######## pio_program_loader ########
### I/O nets highlighted, pio_program_loader

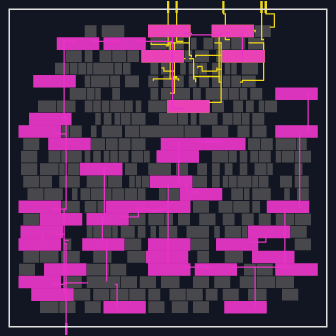

--- config.mk ---
export PLATFORM = sky130hd
export DESIGN_NAME = pio_program_loader
export DESIGN_NICKNAME = d
export VERILOG_FILES = /design/src/rtl/pio_program_loader.sv
export SDC_FILE = /design/constraint.sdc
export NUM_CORES = 1
export LEC_CHECK = 0
export CORE_MARGIN = 1.5
export CORE_UTILIZATION = 51
export CTS_BUF_LIST = sky130_fd_sc_hd__clkbuf_8 sky130_fd_sc_hd__clkbuf_16
export CTS_CLUSTER_SIZE = 25
export DETAILED_ROUTE_END_ITERATION = 8
export PLACE_DENSITY = 0.8
export SYNTH_ARGS = -nofsm -noshare
export SYNTH_HDL_FRONTEND = slang
export SYNTH_SLANG_ARGS = --single-unit
--- constraint.sdc ---
create_clock -name clk -period 1.99 [get_ports clk]
set_input_delay 0.4975 -clock clk [delete_from_list [all_inputs] [get_ports clk]]
set_output_delay 0.4975 -clock clk [all_outputs]
set_load 0.02 [all_outputs]
--- src/rtl/pio_program_loader.sv ---
// Byte-serial loader for the PIO instruction memory and FSM config; write_en fires the cycle after the LO byte.
// byte_ready drops only during the single WRITE cycle; commands rejected while running still drain their payload.
module pio_program_loader #(
    parameter int ADDR_W = 5
) (
    input  logic              clk,
    input  logic              rst,
    input  logic              byte_valid,
    input  logic [7:0]        byte_data,
    output logic              byte_ready,
    input  logic              err_clr,
    output logic              write_en,
    output logic [ADDR_W-1:0] write_addr,
    output logic [15:0]       instr_in,
    output logic              out_shiftdir,
    output logic              autopull,
    output logic [4:0]        pull_thresh,
    output logic              fsm_enable,
    output logic              busy,
    output logic              err
);
    localparam logic [2:0] S_IDLE  = 3'd0;
    localparam logic [2:0] S_ADDR  = 3'd1;
    localparam logic [2:0] S_CNT   = 3'd2;
    localparam logic [2:0] S_HI    = 3'd3;
    localparam logic [2:0] S_LO    = 3'd4;
    localparam logic [2:0] S_WRITE = 3'd5;
    localparam logic [2:0] S_CFG   = 3'd6;

    logic [2:0]        state_q, state_d;
    logic              block_q, block_d;
    logic              reject_q, reject_d;
    logic [ADDR_W-1:0] addr_q, addr_d;
    logic [5:0]        remaining_q, remaining_d;
    logic [15:0]       instr_q, instr_d;
    logic              shiftdir_q, shiftdir_d;
    logic              autopull_q, autopull_d;
    logic [4:0]        thresh_q, thresh_d;
    logic              run_q, run_d;
    logic              err_q, err_d;
    logic              take;
    logic              err_set;

    assign byte_ready = (state_q != S_WRITE);
    assign take       = byte_valid && byte_ready;

    always_comb begin
        state_d     = state_q;
        block_d     = block_q;
        reject_d    = reject_q;
        addr_d      = addr_q;
        remaining_d = remaining_q;
        instr_d     = instr_q;
        shiftdir_d  = shiftdir_q;
        autopull_d  = autopull_q;
        thresh_d    = thresh_q;
        run_d       = run_q;
        err_set     = 1'b0;
        case (state_q)
            S_IDLE: if (take) begin
                case (byte_data)
                    8'h01, 8'h05: begin
                        block_d  = (byte_data == 8'h05);
                        reject_d = run_q;
                        err_set  = run_q;
                        state_d  = S_ADDR;
                    end
                    8'h02: begin
                        block_d  = 1'b0;
                        reject_d = run_q;
                        err_set  = run_q;
                        state_d  = S_CFG;
                    end
                    8'h03:   run_d   = 1'b1;
                    8'h04:   run_d   = 1'b0;
                    default: err_set = 1'b1;
                endcase
            end
            S_ADDR: if (take) begin
                addr_d  = byte_data[ADDR_W-1:0];
                state_d = block_q ? S_CNT : S_HI;
            end
            S_CNT: if (take) begin
                remaining_d = {1'b0, byte_data[4:0]} + 6'd1;
                state_d     = S_HI;
            end
            S_HI: if (take) begin
                instr_d[15:8] = byte_data;
                state_d       = S_LO;
            end
            S_LO: if (take) begin
                instr_d[7:0] = byte_data;
                state_d      = S_WRITE;
            end
            S_WRITE: begin
                if (block_q && (remaining_q > 6'd1)) begin
                    remaining_d = remaining_q - 6'd1;
                    addr_d      = addr_q + ADDR_W'(1);
                    state_d     = S_HI;
                end else begin
                    state_d = S_IDLE;
                end
            end
            S_CFG: if (take) begin
                // A rejected SET_CONFIG still eats its byte but must not touch the FSM config.
                if (!reject_q) begin
                    shiftdir_d = byte_data[0];
                    autopull_d = byte_data[1];
                    thresh_d   = byte_data[6:2];
                end
                state_d = S_IDLE;
            end
            default: state_d = S_IDLE;
        endcase
        err_d = (err_q && !err_clr) || err_set;
    end

    always_ff @(posedge clk or negedge rst) begin
        if (!rst) begin
            state_q     <= S_IDLE;
            block_q     <= 1'b0;
            reject_q    <= 1'b0;
            addr_q      <= '0;
            remaining_q <= '0;
            instr_q     <= '0;
            shiftdir_q  <= 1'b0;
            autopull_q  <= 1'b0;
            thresh_q    <= '0;
            run_q       <= 1'b0;
            err_q       <= 1'b0;
        end else begin
            state_q     <= state_d;
            block_q     <= block_d;
            reject_q    <= reject_d;
            addr_q      <= addr_d;
            remaining_q <= remaining_d;
            instr_q     <= instr_d;
            shiftdir_q  <= shiftdir_d;
            autopull_q  <= autopull_d;
            thresh_q    <= thresh_d;
            run_q       <= run_d;
            err_q       <= err_d;
        end
    end

    assign write_en     = (state_q == S_WRITE) && !reject_q;
    assign write_addr   = addr_q;
    assign instr_in     = instr_q;
    assign out_shiftdir = shiftdir_q;
    assign autopull     = autopull_q;
    assign pull_thresh  = thresh_q;
    assign fsm_enable   = run_q;
    assign busy         = (state_q != S_IDLE);
    assign err          = err_q;
endmodule

######## controller_scratchpad_launcher_flat ########
## src/rtl/controller_scratchpad_launcher_if.sv

```systemverilog
// OBI register-port bundle between the launcher and the controller_scratchpad
// register block. The launcher drives the request half via 'master' and
// receives the response half via 'slave'.
interface controller_scratchpad_launcher_if;
  logic        req;
  logic [31:0] addr;
  logic        we;
  logic [3:0]  be;
  logic [31:0] wdata;
  logic        gnt;
  logic        rvalid;
  logic [31:0] rdata;

  // Request half, driven by the initiator
  modport master (
    output req, addr, we, be, wdata
  );

  // Response half, observed by the initiator
  modport slave (
    input gnt, rvalid, rdata
  );
endinterface

```

## src/rtl/controller_scratchpad_launcher.sv

```systemverilog
// Host-side OBI initiator that runs the core launch sequence on the
// controller_scratchpad register port: enable the clock, hold and then release
// the core reset, poll STATUS until done (or a poll budget runs out), then
// gate the clock with the reset held again.
module controller_scratchpad_launcher #(
  parameter logic [31:0] BASE_ADDR     = 32'h0000_0000,
  parameter logic [31:0] CTRL_OFFSET   = 32'h0,
  parameter logic [31:0] STATUS_OFFSET = 32'h4,
  parameter logic [31:0] DONE_MASK     = 32'h1,
  parameter int unsigned RST_CYCLES    = 16,
  parameter int unsigned POLL_MAX      = 1024
) (
  input  logic                            clk_i,
  input  logic                            rst_ni,
  controller_scratchpad_launcher_if.master regs_req,
  controller_scratchpad_launcher_if.slave  regs_rsp,
  input  logic                            start_i,
  input  logic                            abort_i,
  output logic                            busy_o,
  output logic                            done_o,
  output logic                            timeout_o,
  output logic [15:0]                     poll_cnt_o
);

  localparam logic [31:0] CTRL_ADDR   = BASE_ADDR + CTRL_OFFSET;
  localparam logic [31:0] STATUS_ADDR = BASE_ADDR + STATUS_OFFSET;
  localparam logic [31:0] RST_LAST    = RST_CYCLES - 1;
  // Poll budget clamped to what the 16-bit saturating counter can reach
  localparam logic [15:0] POLL_LIM    = (POLL_MAX > 32'd65535) ? 16'hFFFF : POLL_MAX[15:0];

  localparam logic [31:0] CTRL_CLKON = 32'h1;
  localparam logic [31:0] CTRL_RUN   = 32'h3;
  localparam logic [31:0] CTRL_STOP  = 32'h0;

  typedef enum logic [3:0] {
    IDLE,
    CLKON_REQ,
    CLKON_RSP,
    RST_WAIT,
    RUN_REQ,
    RUN_RSP,
    POLL_REQ,
    POLL_RSP,
    STOP_REQ,
    STOP_RSP
  } state_t;

  state_t      state, state_nxt;
  logic [31:0] rst_cnt;
  logic [15:0] poll_cnt;
  logic        timeout;
  logic        abort_pend;

  logic        start_acc;
  logic        poll_inc;
  logic        set_timeout;
  logic        abort_now;
  logic        done_bit;
  logic        in_abortable;

  // A request is never withdrawn once raised, so an abort seen in a REQ/RSP
  // state is remembered here and acted on when that transaction's response
  // arrives, even if abort_i has already dropped by then.
  assign in_abortable = (state == CLKON_REQ) || (state == CLKON_RSP) ||
                        (state == RUN_REQ)   || (state == RUN_RSP)   ||
                        (state == POLL_REQ)  || (state == POLL_RSP);
  assign abort_now    = abort_i || abort_pend;
  assign done_bit     = |(regs_rsp.rdata & DONE_MASK);

  // State register and run bookkeeping
  always_ff @(posedge clk_i or negedge rst_ni) begin
    if (!rst_ni) begin
      state      <= IDLE;
      rst_cnt    <= '0;
      poll_cnt   <= '0;
      timeout    <= 1'b0;
      abort_pend <= 1'b0;
    end else begin
      state <= state_nxt;

      if (state == RST_WAIT) rst_cnt <= rst_cnt + 32'd1;
      else                   rst_cnt <= '0;

      if (start_acc)                         poll_cnt <= '0;
      else if (poll_inc && poll_cnt != '1)   poll_cnt <= poll_cnt + 16'd1;

      if (start_acc)        timeout <= 1'b0;
      else if (set_timeout) timeout <= 1'b1;

      if (state == IDLE || state == STOP_REQ) abort_pend <= 1'b0;
      else if (abort_i && in_abortable)       abort_pend <= 1'b1;
    end
  end

  // Next-state and OBI request generation
  always_comb begin
    state_nxt      = state;
    start_acc      = 1'b0;
    poll_inc       = 1'b0;
    set_timeout    = 1'b0;
    done_o         = 1'b0;
    regs_req.req   = 1'b0;
    regs_req.addr  = '0;
    regs_req.we    = 1'b0;
    regs_req.be    = '0;
    regs_req.wdata = '0;

    unique case (state)
      IDLE: begin
        if (start_i && !abort_i) begin
          start_acc = 1'b1;
          state_nxt = CLKON_REQ;
        end
      end

      CLKON_REQ: begin
        regs_req.req   = 1'b1;
        regs_req.addr  = CTRL_ADDR;
        regs_req.we    = 1'b1;
        regs_req.be    = '1;
        regs_req.wdata = CTRL_CLKON;
        if (regs_rsp.gnt) state_nxt = CLKON_RSP;
      end

      CLKON_RSP: begin
        if (regs_rsp.rvalid) state_nxt = abort_now ? STOP_REQ : RST_WAIT;
      end

      RST_WAIT: begin
        if (abort_now)                state_nxt = STOP_REQ;
        else if (rst_cnt == RST_LAST) state_nxt = RUN_REQ;
      end

      RUN_REQ: begin
        regs_req.req   = 1'b1;
        regs_req.addr  = CTRL_ADDR;
        regs_req.we    = 1'b1;
        regs_req.be    = '1;
        regs_req.wdata = CTRL_RUN;
        if (regs_rsp.gnt) state_nxt = RUN_RSP;
      end

      RUN_RSP: begin
        if (regs_rsp.rvalid) state_nxt = abort_now ? STOP_REQ : POLL_REQ;
      end

      POLL_REQ: begin
        regs_req.req  = 1'b1;
        regs_req.addr = STATUS_ADDR;
        regs_req.be   = '1;
        if (regs_rsp.gnt) begin
          poll_inc  = 1'b1;
          state_nxt = POLL_RSP;
        end
      end

      POLL_RSP: begin
        // Abort or done both end the run cleanly; the timeout flag is only
        // raised when neither applies and the poll budget is spent.
        if (regs_rsp.rvalid) begin
          if (abort_now || done_bit) begin
            state_nxt = STOP_REQ;
          end else if (poll_cnt == POLL_LIM) begin
            set_timeout = 1'b1;
            state_nxt   = STOP_REQ;
          end else begin
            state_nxt = POLL_REQ;
          end
        end
      end

      STOP_REQ: begin
        regs_req.req   = 1'b1;
        regs_req.addr  = CTRL_ADDR;
        regs_req.we    = 1'b1;
        regs_req.be    = '1;
        regs_req.wdata = CTRL_STOP;
        if (regs_rsp.gnt) state_nxt = STOP_RSP;
      end

      STOP_RSP: begin
        if (regs_rsp.rvalid) begin
          done_o    = 1'b1;
          state_nxt = IDLE;
        end
      end

      default: state_nxt = IDLE;
    endcase
  end

  assign busy_o     = (state != IDLE);
  assign timeout_o  = timeout;
  assign poll_cnt_o = poll_cnt;

endmodule

```

## src/flat_wrapper.sv

```systemverilog
// flat-port wrapper written by rule: the top's interface ports become plain ports
module controller_scratchpad_launcher_flat 
#(
  parameter logic [31:0] BASE_ADDR     = 32'h0000_0000,
  parameter logic [31:0] CTRL_OFFSET   = 32'h0,
  parameter logic [31:0] STATUS_OFFSET = 32'h4,
  parameter logic [31:0] DONE_MASK     = 32'h1,
  parameter int unsigned RST_CYCLES    = 16,
  parameter int unsigned POLL_MAX      = 1024
)
  (clk_i, rst_ni, start_i, abort_i, busy_o, done_o, timeout_o, poll_cnt_o, regs_req_req, regs_req_addr, regs_req_we, regs_req_be, regs_req_wdata, regs_rsp_gnt, regs_rsp_rvalid, regs_rsp_rdata);
  controller_scratchpad_launcher_if regs_req_i ();
  controller_scratchpad_launcher_if regs_rsp_i ();
  input  logic clk_i;
  input  logic rst_ni;
  input  logic start_i;
  input  logic abort_i;
  output logic busy_o;
  output logic done_o;
  output logic timeout_o;
  output logic [15:0] poll_cnt_o;
  output wire logic [$bits(regs_req_i.req)-1:0] regs_req_req;
  output wire logic [$bits(regs_req_i.addr)-1:0] regs_req_addr;
  output wire logic [$bits(regs_req_i.we)-1:0] regs_req_we;
  output wire logic [$bits(regs_req_i.be)-1:0] regs_req_be;
  output wire logic [$bits(regs_req_i.wdata)-1:0] regs_req_wdata;
  input wire logic [$bits(regs_rsp_i.gnt)-1:0] regs_rsp_gnt;
  input wire logic [$bits(regs_rsp_i.rvalid)-1:0] regs_rsp_rvalid;
  input wire logic [$bits(regs_rsp_i.rdata)-1:0] regs_rsp_rdata;
  assign regs_req_req = regs_req_i.req;
  assign regs_req_addr = regs_req_i.addr;
  assign regs_req_we = regs_req_i.we;
  assign regs_req_be = regs_req_i.be;
  assign regs_req_wdata = regs_req_i.wdata;
  assign regs_rsp_i.gnt = regs_rsp_gnt;
  assign regs_rsp_i.rvalid = regs_rsp_rvalid;
  assign regs_rsp_i.rdata = regs_rsp_rdata;
  controller_scratchpad_launcher #(.BASE_ADDR(BASE_ADDR), .CTRL_OFFSET(CTRL_OFFSET), .STATUS_OFFSET(STATUS_OFFSET), .DONE_MASK(DONE_MASK), .RST_CYCLES(RST_CYCLES), .POLL_MAX(POLL_MAX)) u_core (.clk_i(clk_i), .rst_ni(rst_ni), .regs_req(regs_req_i), .regs_rsp(regs_rsp_i), .start_i(start_i), .abort_i(abort_i), .busy_o(busy_o), .done_o(done_o), .timeout_o(timeout_o), .poll_cnt_o(poll_cnt_o));
endmodule
```

## config.mk

```make
export PLATFORM = sky130hd
export DESIGN_NAME = controller_scratchpad_launcher_flat
export DESIGN_NICKNAME = d
export VERILOG_FILES = /design/src/rtl/controller_scratchpad_launcher_if.sv /design/src/rtl/controller_scratchpad_launcher.sv /design/src/flat_wrapper.sv
export SDC_FILE = /design/constraint.sdc
export NUM_CORES = 1
export LEC_CHECK = 0
export ABC_AREA = 1
export CELL_PAD_IN_SITES_DETAIL_PLACEMENT = 1
export CELL_PAD_IN_SITES_GLOBAL_PLACEMENT = 2
export CORE_UTILIZATION = 27
export DETAILED_ROUTE_END_ITERATION = 6
export PLACE_DENSITY = 0.87
export SYNTH_ARGS = -nofsm -noshare
export SYNTH_HDL_FRONTEND = slang
export SYNTH_SLANG_ARGS = --single-unit
```

## constraint.sdc

```tcl
create_clock -name clk_i -period 2.55 [get_ports clk_i]
set_input_delay 0.3825 -clock clk_i [delete_from_list [all_inputs] [get_ports clk_i]]
set_output_delay 0.3825 -clock clk_i [all_outputs]
set_load 0.02 [all_outputs]
```

######## param_adder ########
## config.mk

```make
export PLATFORM = sky130hd
export DESIGN_NAME = param_adder
export DESIGN_NICKNAME = d
export VERILOG_FILES = /design/src/rtl/param_adder_pkg.sv /design/src/rtl/param_adder_slice.sv /design/src/rtl/param_adder.sv
export SDC_FILE = /design/constraint.sdc
export NUM_CORES = 1
export LEC_CHECK = 0
export CORE_AREA = 5 5 42 44
export DETAILED_ROUTE_END_ITERATION = 6
export DIE_AREA = 0 0 47 49
export GPL_TIMING_DRIVEN = 0
export PLACE_DENSITY = 0.86
export RECOVER_POWER = 50
export SLEW_MARGIN = 20
export SYNTH_ARGS = -nofsm -noshare
export SYNTH_HDL_FRONTEND = slang
export SYNTH_SLANG_ARGS = --single-unit
```

## constraint.sdc

```tcl
create_clock -name i_w_clk -period 2.48 [get_ports i_w_clk]
set_input_delay 0.372 -clock i_w_clk [delete_from_list [all_inputs] [get_ports i_w_clk]]
set_output_delay 0.372 -clock i_w_clk [all_outputs]
set_load 0.05 [all_outputs]
```

## src/rtl/param_adder_pkg.sv

```systemverilog
// Shared constants and helpers for the pipelined adder:
// chunk sizing and the legal stage-count check.
package param_adder_pkg;

  localparam int unsigned c_min_stages = 1;

  function automatic int unsigned chunk_width(input int unsigned width,
                                              input int unsigned stages);
    return (width + stages - 1) / stages;
  endfunction

  // Stages are bounded by the operand width so every chunk is at least one bit wide.
  function automatic bit stages_legal(input int unsigned width,
                                      input int unsigned stages);
    return (stages >= c_min_stages) && (stages <= width);
  endfunction

endpackage

```

## src/rtl/param_adder_slice.sv

```systemverilog
// Combinational chunk adder: one carry-chain segment of the pipelined adder.
module param_adder_slice
  import param_adder_pkg::*;
#(
  parameter int unsigned p_chunk_w = 1
) (
  input  logic [p_chunk_w-1:0] a,
  input  logic [p_chunk_w-1:0] b,
  input  logic                 cin,
  output logic [p_chunk_w-1:0] sum,
  output logic                 cout
);

  assign {cout, sum} = {1'b0, a} + {1'b0, b} + {{p_chunk_w{1'b0}}, cin};

endmodule

```

## src/rtl/param_adder.sv

```systemverilog
// Pipelined unsigned adder: o_w_s = i_w_a + i_w_b with full carry-out,
// carry chain split over p_stages registered chunks, LSB chunk first.
module param_adder
  import param_adder_pkg::*;
#(
  parameter int unsigned p_width  = 6,
  parameter int unsigned p_stages = 1
) (
  input  logic               i_w_clk,
  input  logic               i_w_reset,
  input  logic               i_w_valid,
  input  logic [p_width:0]   i_w_a,
  input  logic [p_width:0]   i_w_b,
  output logic               o_w_valid,
  output logic [p_width+1:0] o_w_s
);

  localparam int unsigned c_w  = p_width + 1;
  localparam int unsigned c_cw = chunk_width(c_w, p_stages);
  localparam int unsigned c_pw = c_cw * p_stages;

  if (!stages_legal(c_w, p_stages)) begin : g_bad_stages
    $error("param_adder: p_stages must lie in 1..p_width+1");
  end

  // Operands are zero-padded to a whole number of chunks, so the top chunk
  // is effectively the narrower one and the real carry lands in bit c_w.
  logic [c_pw-1:0] a_pipe [p_stages];
  logic [c_pw-1:0] b_pipe [p_stages];
  logic [c_pw-1:0] s_pipe [p_stages];
  logic            c_pipe [p_stages];
  logic            v_pipe [p_stages];

  for (genvar k = 0; k < p_stages; k++) begin : g_stage
    logic [c_pw-1:0] a_in;
    logic [c_pw-1:0] b_in;
    logic [c_pw-1:0] s_in;
    logic [c_pw-1:0] s_out;
    logic            c_in;
    logic            v_in;
    logic [c_cw-1:0] sum;
    logic            cout;

    if (k == 0) begin : g_first
      assign a_in = c_pw'(i_w_a);
      assign b_in = c_pw'(i_w_b);
      assign s_in = '0;
      assign c_in = 1'b0;
      assign v_in = i_w_valid;
    end else begin : g_next
      assign a_in = a_pipe[k-1];
      assign b_in = b_pipe[k-1];
      assign s_in = s_pipe[k-1];
      assign c_in = c_pipe[k-1];
      assign v_in = v_pipe[k-1];
    end

    param_adder_slice #(
      .p_chunk_w(c_cw)
    ) u_slice (
      .a   (a_in[k*c_cw +: c_cw]),
      .b   (b_in[k*c_cw +: c_cw]),
      .cin (c_in),
      .sum (sum),
      .cout(cout)
    );

    always_comb begin
      s_out = s_in;
      s_out[k*c_cw +: c_cw] = sum;
    end

    always_ff @(posedge i_w_clk) begin
      if (i_w_reset) begin
        a_pipe[k] <= '0;
        b_pipe[k] <= '0;
        s_pipe[k] <= '0;
        c_pipe[k] <= 1'b0;
        v_pipe[k] <= 1'b0;
      end else begin
        a_pipe[k] <= a_in;
        b_pipe[k] <= b_in;
        s_pipe[k] <= s_out;
        c_pipe[k] <= cout;
        v_pipe[k] <= v_in;
      end
    end
  end

  if (c_pw == c_w) begin : g_exact
    assign o_w_s = {c_pipe[p_stages-1], s_pipe[p_stages-1][c_w-1:0]};
  end else begin : g_padded
    assign o_w_s = s_pipe[p_stages-1][c_w:0];
  end

  assign o_w_valid = v_pipe[p_stages-1];

endmodule

```


==> gallery <==
Clock nets.
panel A
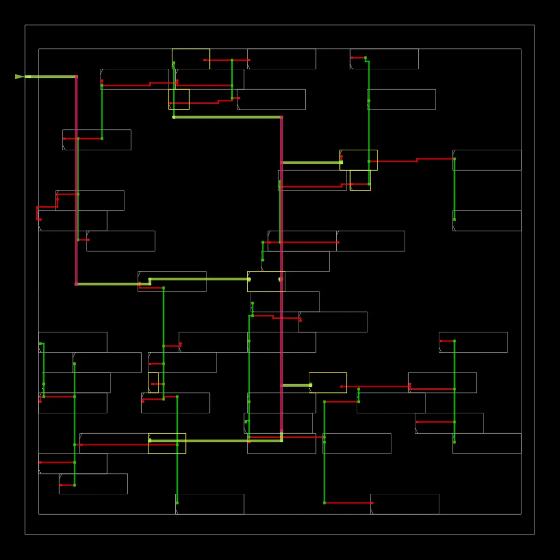
panel B
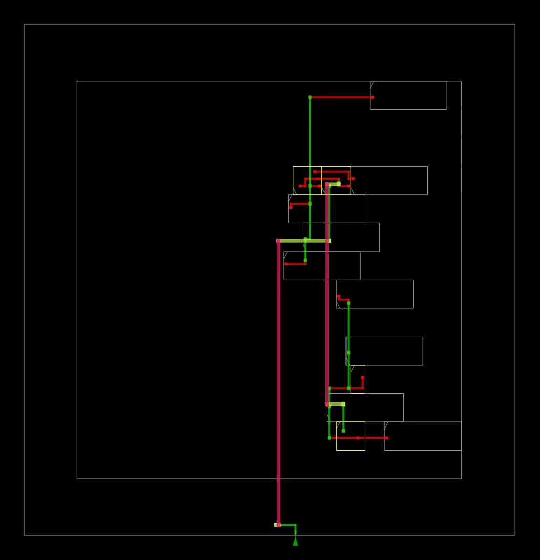
panel C
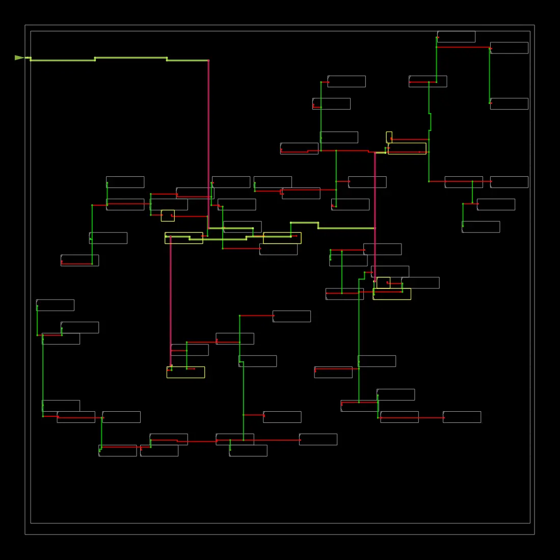
param_adder is panel B.
pio_program_loader is panel A.
controller_scratchpad_launcher_flat is panel C.
The one with the fewest sequential cells is panel B.
The one with the most sequential cells is panel C.

### Cell sizes after repair, param_adder

The bar under the picture is 10 um long.
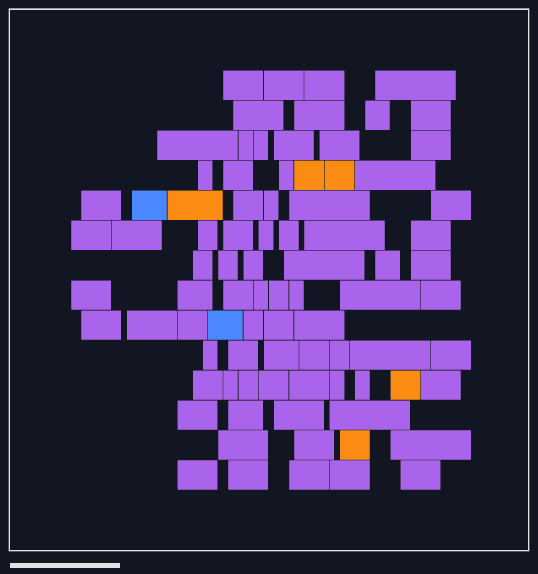
Orange stands for _3 and _4 cells, cells 5, share 5.9%, most used clkbuf_4. Purple stands for _0 and _1 cells, cells 78, share 92%, most used clkdlybuf4s50_1. Blue stands for _2 cells, cells 2, share 2.4%.
setup ws final: 0.352 ns
post-route cell area: 823 um2
Area growth, synth to finish: 56.3%
Buffers, non-clock: 27

==> results.txt, param_adder <==
fresh numbers from the pnr run: Worst Setup End Kind=flip-flop, sequential element share of the synthesized area=0.342, Sw Share=0.333, max-cap viol count=0, drt wl/cell=between 10 and 15 um, Reg area=around 180 um2, sequential power=between 0.15 and 0.2 mW, logic gate share of total power=0.395, Crit path largest cell delay=approximately 0.54 ns, register share of total power=0.364, Crit path arrival time=between 2 and 2.5 ns, yosys cell count=~56, crit share post-route=0.858, I/O Pins=26, clk_buf instances=4, top logic cell by instance count in the layout=clkdlybuf4s50_1, top sig layer=met4, Layout non-clock buf frac=0.318, first-pass GRT wire length=between 1500 and 2000 um, run status=complete, no violations, vias in the first global route=about 440
==> param_adder: Yosys cell counts <==
cell type | number | area share
a211oi_1 | 4 | 0.057
nor2_1 | 7 | 0.050
clkbuf_1 | 1 | 0.0071
a21o_1 | 1 | 0.014
a221oi_1 | 1 | 0.017
nor2b_4 | 1 | 0.026
or4_1 | 1 | 0.014
nor2b_1 | 2 | 0.024
nor3b_1 | 2 | 0.028
or2b_2 | 1 | 0.017
dfxtp_1 | 9 | 0.34
o21ai_0 | 5 | 0.047
o21a_1 | 2 | 0.028
nor4b_1 | 1 | 0.017
buf_4 | 1 | 0.014
inv_1 | 3 | 0.021
o31a_1 | 1 | 0.017
and2b_2 | 1 | 0.017
nor3_1 | 3 | 0.028
nand3_1 | 1 | 0.0095
fa_1 | 1 | 0.038
ha_1 | 7 | 0.17
==> param_adder: metal layers <==
layer,GRT usage,vias to the layer above
li1,-,263
met1,0.133,229
met5,0,-
met2,0.156,16
met3,0.0221,4
met4,0.0968,0
==> param_adder: registers in the layout, indices dropped and copies added, names as in the netlist <==
| name | cells |
|---|---|
| s_pipe | 7 |
| c_pipe | 1 |
| v_pipe | 1 |
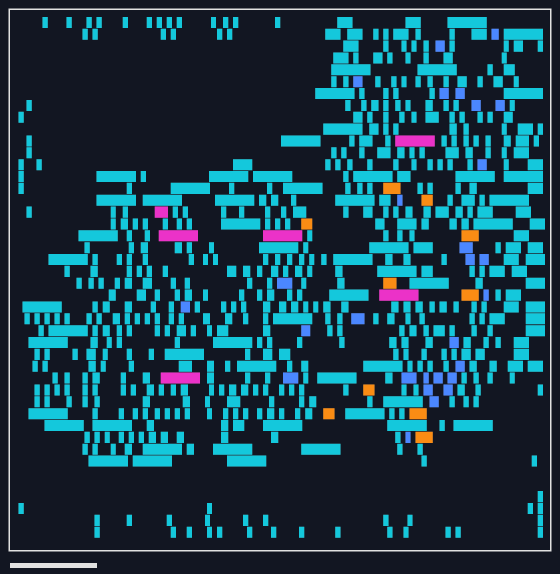
*Cell sizes after repair, controller_scratchpad_launcher_flat*
The bar under the picture is 20 um long.
Magenta stands for _6 and larger, cells 6, share 0.95%, most used clkbuf_16. Blue stands for _2 cells, cells 28, share 4.4%, most used nor2_2. Orange stands for _3 and _4 cells, cells 10, share 1.6%, most used nor2_4. Cyan stands for _0 and _1 cells, cells 588, share 93%, most used nand2_1.
setup ws final: 0.330 ns
post-route cell area: 4470 um2
Buffers, non-clock: 38
Area growth, synth to finish: 11.4%

==> results.txt, controller_scratchpad_launcher_flat <==
fresh numbers from the pnr run: run status=complete, no violations, Worst path slowest cell=clkdlybuf4s50_1, drt wl/cell=approximately 13 um, Synth Cell Area=around 4000 um2, Mapped Cells=~600, ys async rst share=1.00, register share of total power=0.366, fill cell count=1887, worst path cell trace=nor2_2, nand2_1, nand3_1, clkdlybuf4s50_1, Hold-fix buffers, CTS=0, H-tree depth=2, biggest area cells=dfrtp_1, nand2_1, buf_4, FF-to-FF End=u_core.poll_cnt_o[13], placed cell area=between 4000 and 5000 um2, Crit path arrival time=around 1.8 ns, syn_area_per_cell=a little under 7 um2, cts bufs inserted=5, worst-case clock buffer depth=2, hpwl dp=8160 um, Post-synth EDFFs=0, met2 GRT Util=0.247, Cell Type Count=29, Lkg Pwr=between 2 and 2.5 nW
## controller_scratchpad_launcher_flat: final cells by class
class,instances,share of cell area
Tap cell,184,0.0515
Timing Repair Buffer,38,0.0845
Multi-Input combinational cell,471,0.478
Inverter,61,0.0512
Clock buffer,6,0.0288
Sequential cell,54,0.302
Clock inverter,2,0.00392
## controller_scratchpad_launcher_flat: flip-flops by register name (all words and copies together), names as in the netlist
| name | cells |
|---|---|
| u_core.state | 4 |
| u_core.poll_cnt_o | 16 |
| u_core.abort_pend | 1 |
| u_core.timeout_o | 1 |
| u_core.rst_cnt | 32 |
## controller_scratchpad_launcher_flat: stage by stage
step / instances / hold WS [ns] / util
6_report: 816 / 0.0578 / 0.308
5_1_grt: 816 / 0.109 / 0.308
4_1_cts: 816 / 0.0819 / 0.306
3_3_place_gp: 808 / 0.420 / 0.296
3_5_place_dp: 808 / 0.419 / 0.296
2_1_floorplan: 656 / 0.0869 / -
## controller_scratchpad_launcher_flat: power by group through the flow
stage	registers, mW	logic, mW	clock network (mW)
after floorplan	0.980	0.750	0
after global placement	0.975	0.949	0
after detailed placement	0.979	0.977	0
after CTS	0.961	0.981	0.743
after global routing	0.973	1.08	0.768
final	0.964	0.962	0.711
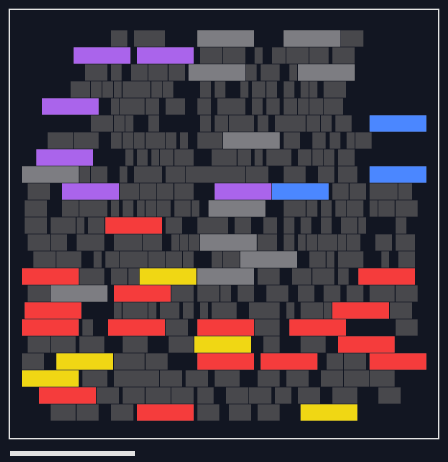
*Sequential cells grouped by signal name, pio_program_loader*
The bar under the picture is 20 um long. Other sequential cells in the stronger gray, the rest of the logic in the fainter gray.
Red stands for `instr_in`, placed flops 16. Blue stands for `state_q`, placed flops 3. Yellow stands for `pull_thresh`, placed flops 5. Purple stands for `remaining_q`, placed flops 6.
Another 11 sequential cells are not colored.
sequential power: 1.50 mW
fraction of area in registers: 0.343

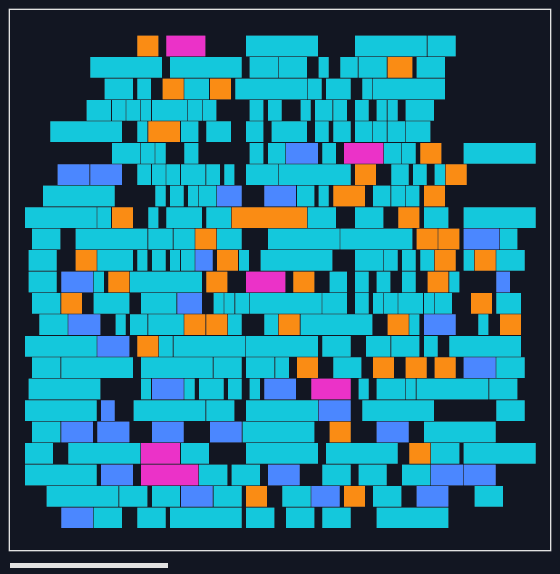
*Cell sizes after repair, pio_program_loader*
The bar under the picture is 20 um long.
Orange stands for _3 and _4 cells, cells 40, share 14%, most used buf_4. Cyan stands for _0 and _1 cells, cells 205, share 73%, most used dfrtp_1. Magenta stands for _6 and larger, cells 6, share 2.1%, most used clkbuf_8. Blue stands for _2 cells, cells 31, share 11%, most used mux2_2.

About 'I/O nets highlighted' of pio_program_loader:
Magenta stands for `rst`, direction input, end cells 41, buffers 2, wire 298 um. Yellow stands for `write_addr`, direction output, end cells 5, buffers 5, wire 164 um.
I/O Pins: 45
I/O Buffers: 44

==> results.txt, pio_program_loader <==
fresh numbers from the pnr run: run status=complete, no violations, Post CTS Setup Buffer Count=0, Area growth, synth to finish=36.8%, Mapped Nets=approximately 220, Crit path largest cell delay=0.47 ns, top sig layer=met4, drt wl/cell=approximately 17 um, die width=68.5 um, fin util=0.737, Post-synth EDFFs=0, CP required=about 2.2 ns, Placed Cells incl. Taps=roughly 320, antenna violation net count after detailed routing=0, pre-CTS setup slack=-0.239 ns, CP Launch Type=input port, DRT Wirelength=5530 um, final hold violations=0, placed cell area=about 2900 um2, Hold-fix buffers, CTS=0, synth warn=0, setup ws final=0.0713 ns, vias in the first global route=1838
-- pio_program_loader: where the power goes --
part           switching, mW  internal [mW]  leakage (nW)  total (mW)
combinational           1.11           1.15         0.790        2.26
sequential             0.286           1.22         0.497        1.50
clock                  0.297          0.242        0.0416       0.539
total                   1.69           2.61          1.33        4.30
-- pio_program_loader: how the worst min path moves through the flow --
stage / endpoint / slack (ns) / depth (start not counted)
after CTS: instr_in[1] / 0.15 / 1
after global routing: instr_in[3] / 0.17 / 1
after floorplan: autopull / 0.20 / 0
final: instr_in[1] / 0.14 / 1
after global placement: instr_in[2] / 0.46 / 1
after detailed placement: pull_thresh[0] / 0.47 / 1
-- pio_program_loader: kinds of logic (layout without fill, tap and decap cells) --
group	after synthesis	after routing	share of synthesized area
buf+inv	20	97	0.0423
flops	41	41	0.469
mux	24	24	0.124
simple gates	51	51	0.126
fa+ha+maj	7	7	0.0400
xor+xnor	3	3	0.0120
compound gates	59	59	0.187
-- pio_program_loader: cell type report --
cell class,instances,area [um2],area share
clock buffer,5,68.8,0.0230
timing repair buffer,79,704,0.235
sequential,41,1030,0.343
tap,50,62.6,0.0209
inverter,10,37.5,0.0125
clock inverter,3,18.8,0.00627
multi-input combinational,144,1070,0.359

######## reserved_parking_entry ########
### I/O nets highlighted, reserved_parking_entry

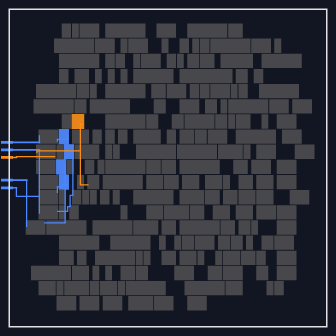

--- src/rtl/reserved_parking_entry.sv ---
// -----------------------------------------------------------------------------
// reserved_parking_entry
//
// Entry-side controller for reserved (per-flat) parking. Owns the reserved-slot
// occupancy bitmap shared with the exit side. A request for flat F is admitted
// when slot F is free: the bit is set and the entry gate is held open for
// GATE_CYCLES cycles. Exit-clear pulses from the exit side free slots in any
// state. Every request produces one registered status response.
//
// Optional feature macro: RESERVED_ENTRY_REJECT_CNT_EN
//   When defined, adds a 16-bit saturating reject_count output that counts
//   responses with code 01 (occupied) or 10 (invalid flat).
//
// Ports:
//   clk            in   system clock, rising edge
//   rst            in   synchronous active-high reset
//   req_valid      in   entry request present
//   req_ready      out  block can accept a request (IDLE only)
//   req_flat       in   flat number requesting entry (1..N_SLOTS valid)
//   exit_valid     in   one-cycle pulse: vehicle left a reserved slot
//   exit_flat      in   flat whose slot is vacated
//   resp_valid     out  one-cycle pulse qualifying resp_code/resp_flat
//   resp_code      out  00 admitted, 01 occupied, 10 invalid flat
//   resp_flat      out  flat the response refers to (as latched)
//   gate_open      out  entry gate open command
//   occupancy      out  bit i-1 set = slot of flat i occupied
//   occupied_count out  number of set occupancy bits
//   reject_count   out  (optional) saturating count of rejected requests
// -----------------------------------------------------------------------------
module reserved_parking_entry #(
    parameter int N_SLOTS     = 10,
    parameter int GATE_CYCLES = 4,
    localparam int FW         = $clog2(N_SLOTS + 1)
) (
    input  logic               clk,
    input  logic               rst,
    input  logic               req_valid,
    output logic               req_ready,
    input  logic [FW-1:0]      req_flat,
    input  logic               exit_valid,
    input  logic [FW-1:0]      exit_flat,
    output logic               resp_valid,
    output logic [1:0]         resp_code,
    output logic [FW-1:0]      resp_flat,
    output logic               gate_open,
    output logic [N_SLOTS-1:0] occupancy,
`ifdef RESERVED_ENTRY_REJECT_CNT_EN
    output logic [FW-1:0]      occupied_count,
    output logic [15:0]        reject_count
`else
    output logic [FW-1:0]      occupied_count
`endif
);

    localparam int CW = (GATE_CYCLES > 1) ? $clog2(GATE_CYCLES) : 1;

    localparam logic [1:0] CODE_ADMIT   = 2'b00;
    localparam logic [1:0] CODE_BUSY    = 2'b01;
    localparam logic [1:0] CODE_INVALID = 2'b10;

    typedef enum logic [1:0] {
        IDLE  = 2'd0,
        CHECK = 2'd1,
        GATE  = 2'd2
    } state_t;

    state_t             state, next_state;
    logic [FW-1:0]      flat_q;
    logic [CW-1:0]      gate_cnt;
    logic [N_SLOTS-1:0] occ_q;
    logic [FW-1:0]      count_q;

    logic               accept;
    logic [N_SLOTS-1:0] flat_mask;
    logic [N_SLOTS-1:0] exit_mask;
    logic [N_SLOTS-1:0] set_mask;
    logic [N_SLOTS-1:0] clr_mask;
    logic               flat_ok;
    logic               slot_busy;
    logic               admit;
    logic               clr_any;
    logic [1:0]         check_code;

    assign accept = req_valid && req_ready;

    // One-hot decode of the latched flat and the exit flat. Out-of-range
    // values (0 or > N_SLOTS) decode to an all-zero mask, which is what makes
    // invalid flats fall out as "not ok" and invalid exits as no-ops.
    always_comb begin
        flat_mask = '0;
        exit_mask = '0;
        for (int i = 0; i < N_SLOTS; i++) begin
            flat_mask[i] = (flat_q == FW'(i + 1));
            exit_mask[i] = exit_valid && (exit_flat == FW'(i + 1));
        end
    end

    // CHECK looks at occupancy as registered at the start of the cycle, so a
    // coincident exit for the same flat does not turn a reject into an admit.
    assign flat_ok   = |flat_mask;
    assign slot_busy = |(flat_mask & occ_q);
    assign admit     = (state == CHECK) && flat_ok && !slot_busy;

    always_comb begin
        check_code = CODE_ADMIT;
        if (!flat_ok) begin
            check_code = CODE_INVALID;
        end else if (slot_busy) begin
            check_code = CODE_BUSY;
        end
    end

    // Only clears of occupied slots count. A set only ever targets a free
    // slot, so a set and a clear of the same bit cannot both be effective:
    // the set wins and the count moves by +1 only.
    assign set_mask = admit ? flat_mask : '0;
    assign clr_mask = exit_mask & occ_q;
    assign clr_any  = |clr_mask;

    // ---------------------------------------------------------------- FSM
    always_ff @(posedge clk) begin
        if (rst) begin
            state <= IDLE;
        end else begin
            state <= next_state;
        end
    end

    always_comb begin
        next_state = state;
        case (state)
            IDLE:    if (accept) next_state = CHECK;
            CHECK:   next_state = admit ? GATE : IDLE;
            GATE:    if (gate_cnt == '0) next_state = IDLE;
            default: next_state = IDLE;
        endcase
    end

    always_comb begin
        req_ready = 1'b0;
        gate_open = 1'b0;
        case (state)
            IDLE:    req_ready = 1'b1;
            GATE:    gate_open = 1'b1;
            default: ;
        endcase
    end

    // ---------------------------------------------------------- datapath
    always_ff @(posedge clk) begin
        if (rst) begin
            flat_q <= '0;
        end else if (accept) begin
            flat_q <= req_flat;
        end
    end

    // Loaded with GATE_CYCLES-1 so that GATE lasts exactly GATE_CYCLES cycles
    // including the cycle in which the counter reads zero.
    always_ff @(posedge clk) begin
        if (rst) begin
            gate_cnt <= '0;
        end else if (admit) begin
            gate_cnt <= CW'(GATE_CYCLES - 1);
        end else if (state == GATE && gate_cnt != '0) begin
            gate_cnt <= gate_cnt - 1'b1;
        end
    end

    always_ff @(posedge clk) begin
        if (rst) begin
            occ_q   <= '0;
            count_q <= '0;
        end else begin
            occ_q   <= (occ_q & ~clr_mask) | set_mask;
            count_q <= count_q + FW'(admit) - FW'(clr_any);
        end
    end

    assign occupancy      = occ_q;
    assign occupied_count = count_q;

    // Registered response; code and flat hold until the next response.
    always_ff @(posedge clk) begin
        if (rst) begin
            resp_valid <= 1'b0;
            resp_code  <= CODE_ADMIT;
            resp_flat  <= '0;
        end else begin
            resp_valid <= (state == CHECK);
            if (state == CHECK) begin
                resp_code <= check_code;
                resp_flat <= flat_q;
            end
        end
    end

`ifdef RESERVED_ENTRY_REJECT_CNT_EN
    logic [15:0] rej_q;

    always_ff @(posedge clk) begin
        if (rst) begin
            rej_q <= '0;
        end else if (state == CHECK && check_code != CODE_ADMIT
                     && rej_q != 16'hFFFF) begin
            rej_q <= rej_q + 16'd1;
        end
    end

    assign reject_count = rej_q;
`endif

endmodule

--- config.mk ---
export PLATFORM = sky130hd
export DESIGN_NAME = reserved_parking_entry
export DESIGN_NICKNAME = d
export VERILOG_FILES = /design/src/rtl/reserved_parking_entry.sv
export SDC_FILE = /design/constraint.sdc
export NUM_CORES = 1
export LEC_CHECK = 0
export CORE_MARGIN = 2
export CORE_UTILIZATION = 56
export CTS_BUF_LIST = sky130_fd_sc_hd__clkbuf_4
export DETAILED_ROUTE_END_ITERATION = 7
export PLACE_DENSITY = 0.88
export SYNTH_ARGS = -nofsm -noshare
export SYNTH_HDL_FRONTEND = slang
export SYNTH_SLANG_ARGS = --single-unit
--- constraint.sdc ---
create_clock -name clk -period 6 [get_ports clk]
set_input_delay 1.5 -clock clk [delete_from_list [all_inputs] [get_ports clk]]
set_output_delay 1.5 -clock clk [all_outputs]
set_load 0.01 [all_outputs]
######## ram_stream_reader_flat ########
<file path="src/rtl/ram_stream_reader_if.sv">
// Output beat stream of ram_stream_reader: valid/ready with a last-beat flag.
interface ram_stream_reader_if #(
  parameter int data_width = 8
);
  logic                  m_valid;
  logic [data_width-1:0] m_data;
  logic                  m_last;
  logic                  m_ready;

  modport master (output m_valid, output m_data, output m_last, input m_ready);
  modport slave  (input m_valid, input m_data, input m_last, output m_ready);
endinterface

</file>
<file path="src/rtl/ram_stream_reader.sv">
// Streams `length` consecutive words out of a 1-cycle-latency registered RAM port.
// Optional RAM_STREAM_READER_CHECKSUM_EN adds a running sum of accepted beats.
module ram_stream_reader #(
  parameter int addr_width = 9,
  parameter int data_width = 8
) (
  input  logic                  clk,
  input  logic                  rst_n,
  input  logic                  start,
  input  logic [addr_width-1:0] start_addr,
  input  logic [addr_width:0]   length,
  output logic [addr_width-1:0] raddr,
  input  logic [data_width-1:0] rdata,
  ram_stream_reader_if.master   m,
  output logic                  busy,
  output logic                  done,
  output logic [1:0]            state_dbg
`ifdef RAM_STREAM_READER_CHECKSUM_EN
  ,
  output logic [data_width-1:0] checksum
`endif
);

  localparam int cw = addr_width + 1;

  typedef enum logic [1:0] {IDLE, RUN, DRAIN, DONE} state_t;

  state_t                state_q, state_d;
  logic [cw-1:0]         remaining_q;
  logic [cw-1:0]         len_q;
  logic [cw-1:0]         beat_q;
  logic                  inflight_q;
  logic [data_width-1:0] fifo_data_q [2];
  logic                  fifo_last_q [2];
  logic                  wr_ptr_q, rd_ptr_q;
  logic [1:0]            count_q;
  logic                  push, pop, issue, accept;
  logic [1:0]            occ_after;

  // Handshake: a beat transfers on a rising edge where m_valid && m_ready;
  // m_valid never drops and m_data/m_last never change while the beat waits.
  assign m.m_valid = (count_q != 2'd0);
  assign m.m_data  = fifo_data_q[rd_ptr_q];
  assign m.m_last  = m.m_valid && fifo_last_q[rd_ptr_q];

  assign pop       = m.m_valid && m.m_ready;
  assign push      = inflight_q;
  assign accept    = (state_q == IDLE) && start;
  assign occ_after = count_q + {1'b0, inflight_q} - {1'b0, pop};
  // raddr is sampled by the RAM this edge; its word lands in the FIFO one edge later
  assign issue     = (state_q == RUN) && (remaining_q != '0) && (occ_after < 2'd2);

  assign busy      = (state_q == RUN) || (state_q == DRAIN);
  assign done      = (state_q == DONE);
  assign state_dbg = state_q;

  always_comb begin
    state_d = state_q;
    case (state_q)
      // zero-length goes through DRAIN so busy is visible for one cycle
      IDLE:  if (start) state_d = (length == '0) ? DRAIN : RUN;
      RUN:   if (remaining_q == '0) state_d = DRAIN;
      DRAIN: if (!inflight_q && (count_q == 2'd0 || (count_q == 2'd1 && pop))) state_d = DONE;
      DONE:  state_d = IDLE;
      default: state_d = IDLE;
    endcase
  end

  always_ff @(posedge clk or negedge rst_n) begin
    if (!rst_n) begin
      state_q     <= IDLE;
      raddr       <= '0;
      remaining_q <= '0;
      len_q       <= '0;
      beat_q      <= '0;
      inflight_q  <= 1'b0;
      wr_ptr_q    <= 1'b0;
      rd_ptr_q    <= 1'b0;
      count_q     <= 2'd0;
      for (int i = 0; i < 2; i++) begin
        fifo_data_q[i] <= '0;
        fifo_last_q[i] <= 1'b0;
      end
    end else begin
      state_q    <= state_d;
      inflight_q <= issue;
      if (accept) begin
        raddr       <= start_addr;
        remaining_q <= length;
        len_q       <= length;
        beat_q      <= '0;
      end
      if (issue) begin
        raddr       <= raddr + addr_width'(1);
        remaining_q <= remaining_q - cw'(1);
      end
      if (push) begin
        fifo_data_q[wr_ptr_q] <= rdata;
        fifo_last_q[wr_ptr_q] <= (beat_q == len_q - cw'(1));
        wr_ptr_q              <= ~wr_ptr_q;
        beat_q                <= beat_q + cw'(1);
      end
      if (pop) rd_ptr_q <= ~rd_ptr_q;
      count_q <= count_q + {1'b0, push} - {1'b0, pop};
    end
  end

`ifdef RAM_STREAM_READER_CHECKSUM_EN
  logic [data_width-1:0] sum_q;

  always_ff @(posedge clk or negedge rst_n) begin
    if (!rst_n)      sum_q <= '0;
    else if (accept) sum_q <= '0;
    else if (pop)    sum_q <= sum_q + m.m_data;
  end

  assign checksum = sum_q;
`else
`endif

endmodule
</file>
<file path="src/flat_wrapper.sv">
// flat-port wrapper written by rule: the top's interface ports become plain ports
module ram_stream_reader_flat 
#(
  parameter int addr_width = 9,
  parameter int data_width = 8
)
  (clk, rst_n, start, start_addr, length, raddr, rdata, busy, done, state_dbg, m_m_valid, m_m_data, m_m_last, m_m_ready);
  ram_stream_reader_if #(.data_width(data_width)) m_i ();
  input  logic clk;
  input  logic rst_n;
  input  logic start;
  input  logic [addr_width-1:0] start_addr;
  input  logic [addr_width:0] length;
  output logic [addr_width-1:0] raddr;
  input  logic [data_width-1:0] rdata;
  output logic busy;
  output logic done;
  output logic [1:0] state_dbg;
  output wire logic [$bits(m_i.m_valid)-1:0] m_m_valid;
  output wire logic [$bits(m_i.m_data)-1:0] m_m_data;
  output wire logic [$bits(m_i.m_last)-1:0] m_m_last;
  input wire logic [$bits(m_i.m_ready)-1:0] m_m_ready;
  assign m_m_valid = m_i.m_valid;
  assign m_m_data = m_i.m_data;
  assign m_m_last = m_i.m_last;
  assign m_i.m_ready = m_m_ready;
  ram_stream_reader #(.addr_width(addr_width), .data_width(data_width)) u_core (.clk(clk), .rst_n(rst_n), .start(start), .start_addr(start_addr), .length(length), .raddr(raddr), .rdata(rdata), .m(m_i), .busy(busy), .done(done), .state_dbg(state_dbg));
endmodule
</file>
<file path="config.mk">
export PLATFORM = sky130hd
export DESIGN_NAME = ram_stream_reader_flat
export DESIGN_NICKNAME = d
export VERILOG_FILES = /design/src/rtl/ram_stream_reader_if.sv /design/src/rtl/ram_stream_reader.sv /design/src/flat_wrapper.sv
export SDC_FILE = /design/constraint.sdc
export NUM_CORES = 1
export LEC_CHECK = 0
export CAP_MARGIN = 20
export CORE_UTILIZATION = 35
export CTS_BUF_LIST = sky130_fd_sc_hd__clkbuf_16
export CTS_CLUSTER_SIZE = 28
export DETAILED_ROUTE_END_ITERATION = 6
export GPL_ROUTABILITY_DRIVEN = 0
export SYNTH_ARGS = -nofsm -noshare
export SYNTH_HDL_FRONTEND = slang
export SYNTH_SLANG_ARGS = --single-unit
</file>
<file path="constraint.sdc">
create_clock -name clk -period 3.3 [get_ports clk]
set_clock_uncertainty 0.05 [all_clocks]
set_input_delay 0.33 -clock clk [delete_from_list [all_inputs] [get_ports clk]]
set_output_delay 0.33 -clock clk [all_outputs]
set_load 0.02 [all_outputs]
</file>
### Metal layers overlaid, reserved_parking_entry

The bar under the picture is 20 um long.
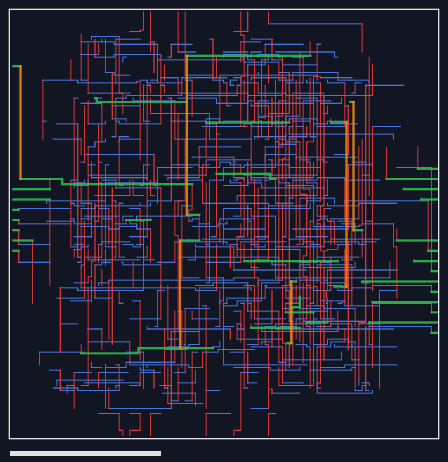
Red stands for metal 2, wire length 1840 um. Blue stands for metal 1, wire length 1630 um. Green stands for metal 3, wire length 202 um. Orange stands for metal 4, wire length 97.2 um.
GRT Overall Usage: 0.259
DRT Wirelength: 3770 um
drt wl/cell: 15.8 um
detailed-route via count: 1459

Notes on 'I/O nets highlighted' of reserved_parking_entry above:
Orange stands for `gate_open`, direction output, end cells 1, buffers 1, wire 28.6 um. Blue stands for `req_flat`, direction input, end cells 4, buffers 4, wire 73.0 um.

==> results.txt, reserved_parking_entry <==
fresh numbers from the pnr run: CP required=between 6 and 7 ns, logic gate share of total power=0.151, comb area leader=AND-OR/OR-AND gates, worst path cell trace=clkdlybuf4s50_1, nand2b_1, o22a_1, o22ai_1, a221o_1, ha_1, inv_1, ha_1, inv_1, fa_1, xor2_1, nor2_1, most frequent cells in the layout=clkdlybuf4s50_1, dfxtp_1, nand2_1, a21oi_1, inv_1, die width=approximately 57 um, number of diodes=0, sequential power=0.208 mW, worst hold slack=0.460 ns, grt total ovfl=0, Mapped Nets=between 150 and 200, CTS root buf=clkbuf_4, Worst Setup End Kind=flip-flop, CP Launch Type=input port, syn_area_per_cell=between 8 and 9 um2, Crit path largest cell delay=0.63 ns, worst-case clock buffer depth=2, top_reg_cell synth=dfxtp_1, f_max=around 260 MHz, Placed Cells incl. Taps=232, crit share post-route=0.650, cell type with the largest total area=dfxtp_1, FP Rows=19, YS chip area=~1600 um2, core box area=roughly 2700 um2, Int Power=0.272 mW, post-route cell area=between 1500 and 2000 um2, run status=complete, no violations, hpwl dp=about 2800 um, skew final=0.0143 ns, largest net degree at the start of global routing=24, non-filler instance count after layout=239, most frequent cells after synthesis=dfxtp_1, nand2_1, a21oi_1, Hold-fix buffers, CTS=0, yosys cell count=178, initial DRC count=around 65, Max transition margin=0.418, aoi/oai-family share of the synthesized area=0.245, I/O Buffers=34, Clk power=roughly 0.11 mW, RSZ-0062 raised after global routing=false, Peak supply drop=0.000182 V, crit path time final=3.90 ns, H-tree depth=2, Crit Path Max Fanout=8, Top-area cell share=0.373, Lkg Pwr=between 0.6 and 0.7 nW, chip height=around 57 um, Worst-path clk slew=~0.08 ns, antenna violation net count after detailed routing=0, Sw Share=0.280, fin. max-slew vios=0
## reserved_parking_entry: per-layer routing
metal	GRT usage	wire length, um	up-vias
li1	-	-	702
met1	0.322	1630	693
met2	0.410	1840	51
met3	0.0783	202	13
met4	0.123	97	0
met5	0	0	-
## reserved_parking_entry: final timing paths
| path | startpoint | to | slack (ns) | cells past startpoint |
|---|---|---|---|---|
| max reg2reg | flat_q[3] | occupied_count[2] | 2.85 | 11 |
| min | resp_flat[0] | resp_flat[0] | 0.46 | 2 |
| min reg2reg | resp_flat[0] | resp_flat[0] | 0.46 | 2 |
| max | exit_flat[2] | occupied_count[2] | 2.10 | 12 |
## reserved_parking_entry: registers in the layout, indices dropped and copies added (netlist names)
signal	flops
occupancy	10
flat_q	4
occupied_count	4
resp_flat	4
gate_cnt	2
resp_code	2
state	2
resp_valid	1
## reserved_parking_entry: cell type report
type	count	area, um2
clock inverter	1	3.75
inverter	11	41.3
fill	237	787
tap	31	38.8
clock buffer	6	45.0
timing repair buffer	34	340
multi-input combinational	127	873
sequential	29	581
## reserved_parking_entry: tightest hold or removal path: cells and delay by family (launching register included)
family             cells  cell delay, ns
DFF                    1            0.31
and+or+nand+nor        1            0.05
AOI/OAI and AO/OA      1            0.05
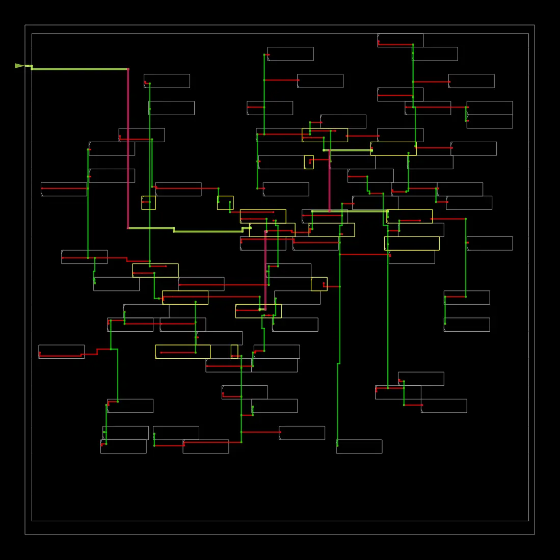
*Clock nets, ram_stream_reader_flat*
clk_buf instances: 9
seq_cells: 64
Clk power: 1.02 mW
cts bufs inserted: 9
Skew-Pair Late Insertion Delay: 0.32 ns

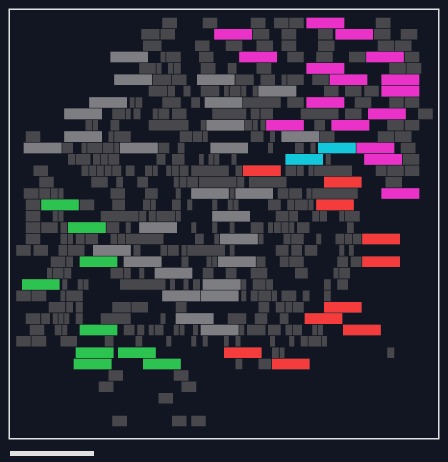
*Sequential cells grouped by signal name, ram_stream_reader_flat*
The bar under the picture is 20 um long. Other sequential cells in the stronger gray, the rest of the logic in the fainter gray.
Green stands for `u_core.raddr`, placed flops 9. Red stands for `u_core.beat_q`, placed flops 10. Cyan stands for `u_core.fifo_last_q`, placed flops 2. Magenta stands for `u_core.fifo_data_q`, placed flops 16, where top right.
fin util: 0.460
fraction of area in registers: 0.357
sequential power: 1.46 mW
Reg area: 1600 um2

==> results.txt, ram_stream_reader_flat <==
fresh numbers from the pnr run: Setup-failing EPs final=0, CTS root buf=clkbuf_16, Area growth, synth to finish=27.4%, met1 Use GR=0.223, hpwl dp=slightly below 6000 um, FF-to-FF End=u_core.raddr[7], register share of total power=0.315, run status=complete, no violations, top_reg_cell synth=dfrtp_1, yosys xor share=0.0436, GRT Overall Usage=0.171, Placed Cells incl. Taps=between 500 and 600, I/O Pins=between 50 and 60, Sw Share=0.392, Max transition margin=0.385, Top-area cell share=0.454, cell type with the largest total area=dfrtp_1, Crit Path Category=reg2reg, final hold violations=0, biggest area cells=dfrtp_1, mux2_2, nand2_1, P_comb=about 2.2 mW, Switching Power=1.83 mW, CP Launch Type=flip-flop, Peak supply drop=0.000399 V, tool warning count=30, crit path time final=2.70 ns, post-route cell area=4490 um2, initial antenna violation count=0
-- ram_stream_reader_flat: worst max-delay path: cells and delay by family (launching register included) --
family	cells	cell delay [ns]
XOR/XNOR	1	0.31
AND-OR/OR-AND	2	0.38
adder cells (fa/ha/maj)	2	0.45
buffers and inverters	3	0.35
flip-flops	1	0.40
AND/OR/NAND/NOR	4	0.65
-- ram_stream_reader_flat: per-layer routing --
metal | part of all wire | vias to the layer above
li1 | - | 1383
met4 | 0.011 | 0
met1 | 0.46 | 1373
met5 | 0 | -
met2 | 0.50 | 64
met3 | 0.031 | 8
-- ram_stream_reader_flat: sequential cells by signal, summed over array words and instances, names as in the netlist --
register and count:
u_core.remaining_q 10, u_core.len_q 10, u_core.state_dbg 2, u_core.beat_q 10
u_core.raddr 9, u_core.count_q 2, u_core.fifo_last_q 2, u_core.inflight_q 1
u_core.fifo_data_q 16, u_core.wr_ptr_q 1, u_core.rd_ptr_q 1
-- ram_stream_reader_flat: area by class of cell --
type	instances	area [um2]	area share
multi-input combinational	259	1770	0.394
sequential	64	1600	0.357
timing repair buffer	58	563	0.125
clock buffer	9	225	0.0501
tap	133	166	0.0370
clock inverter	7	93.8	0.0209
inverter	19	73.8	0.0164


==> layout pictures side by side <==
I/O nets highlighted.
Plate I
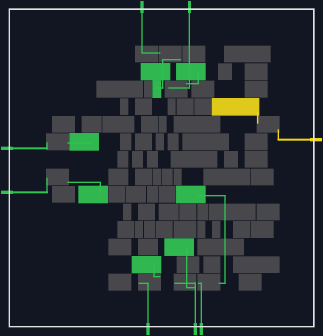
Plate II
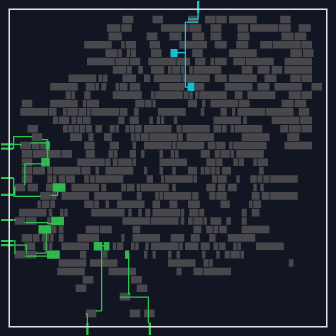
Plate III
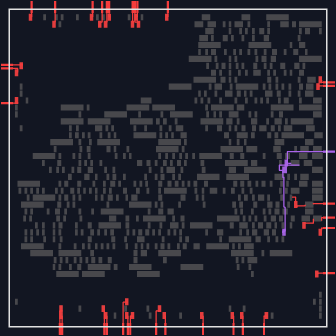
- fewest cells: Plate I
Plate I -> param_adder
Plate III -> controller_scratchpad_launcher_flat
Plate II -> ram_stream_reader_flat

No activity file was given, so power comes from the tool's default toggle rates.
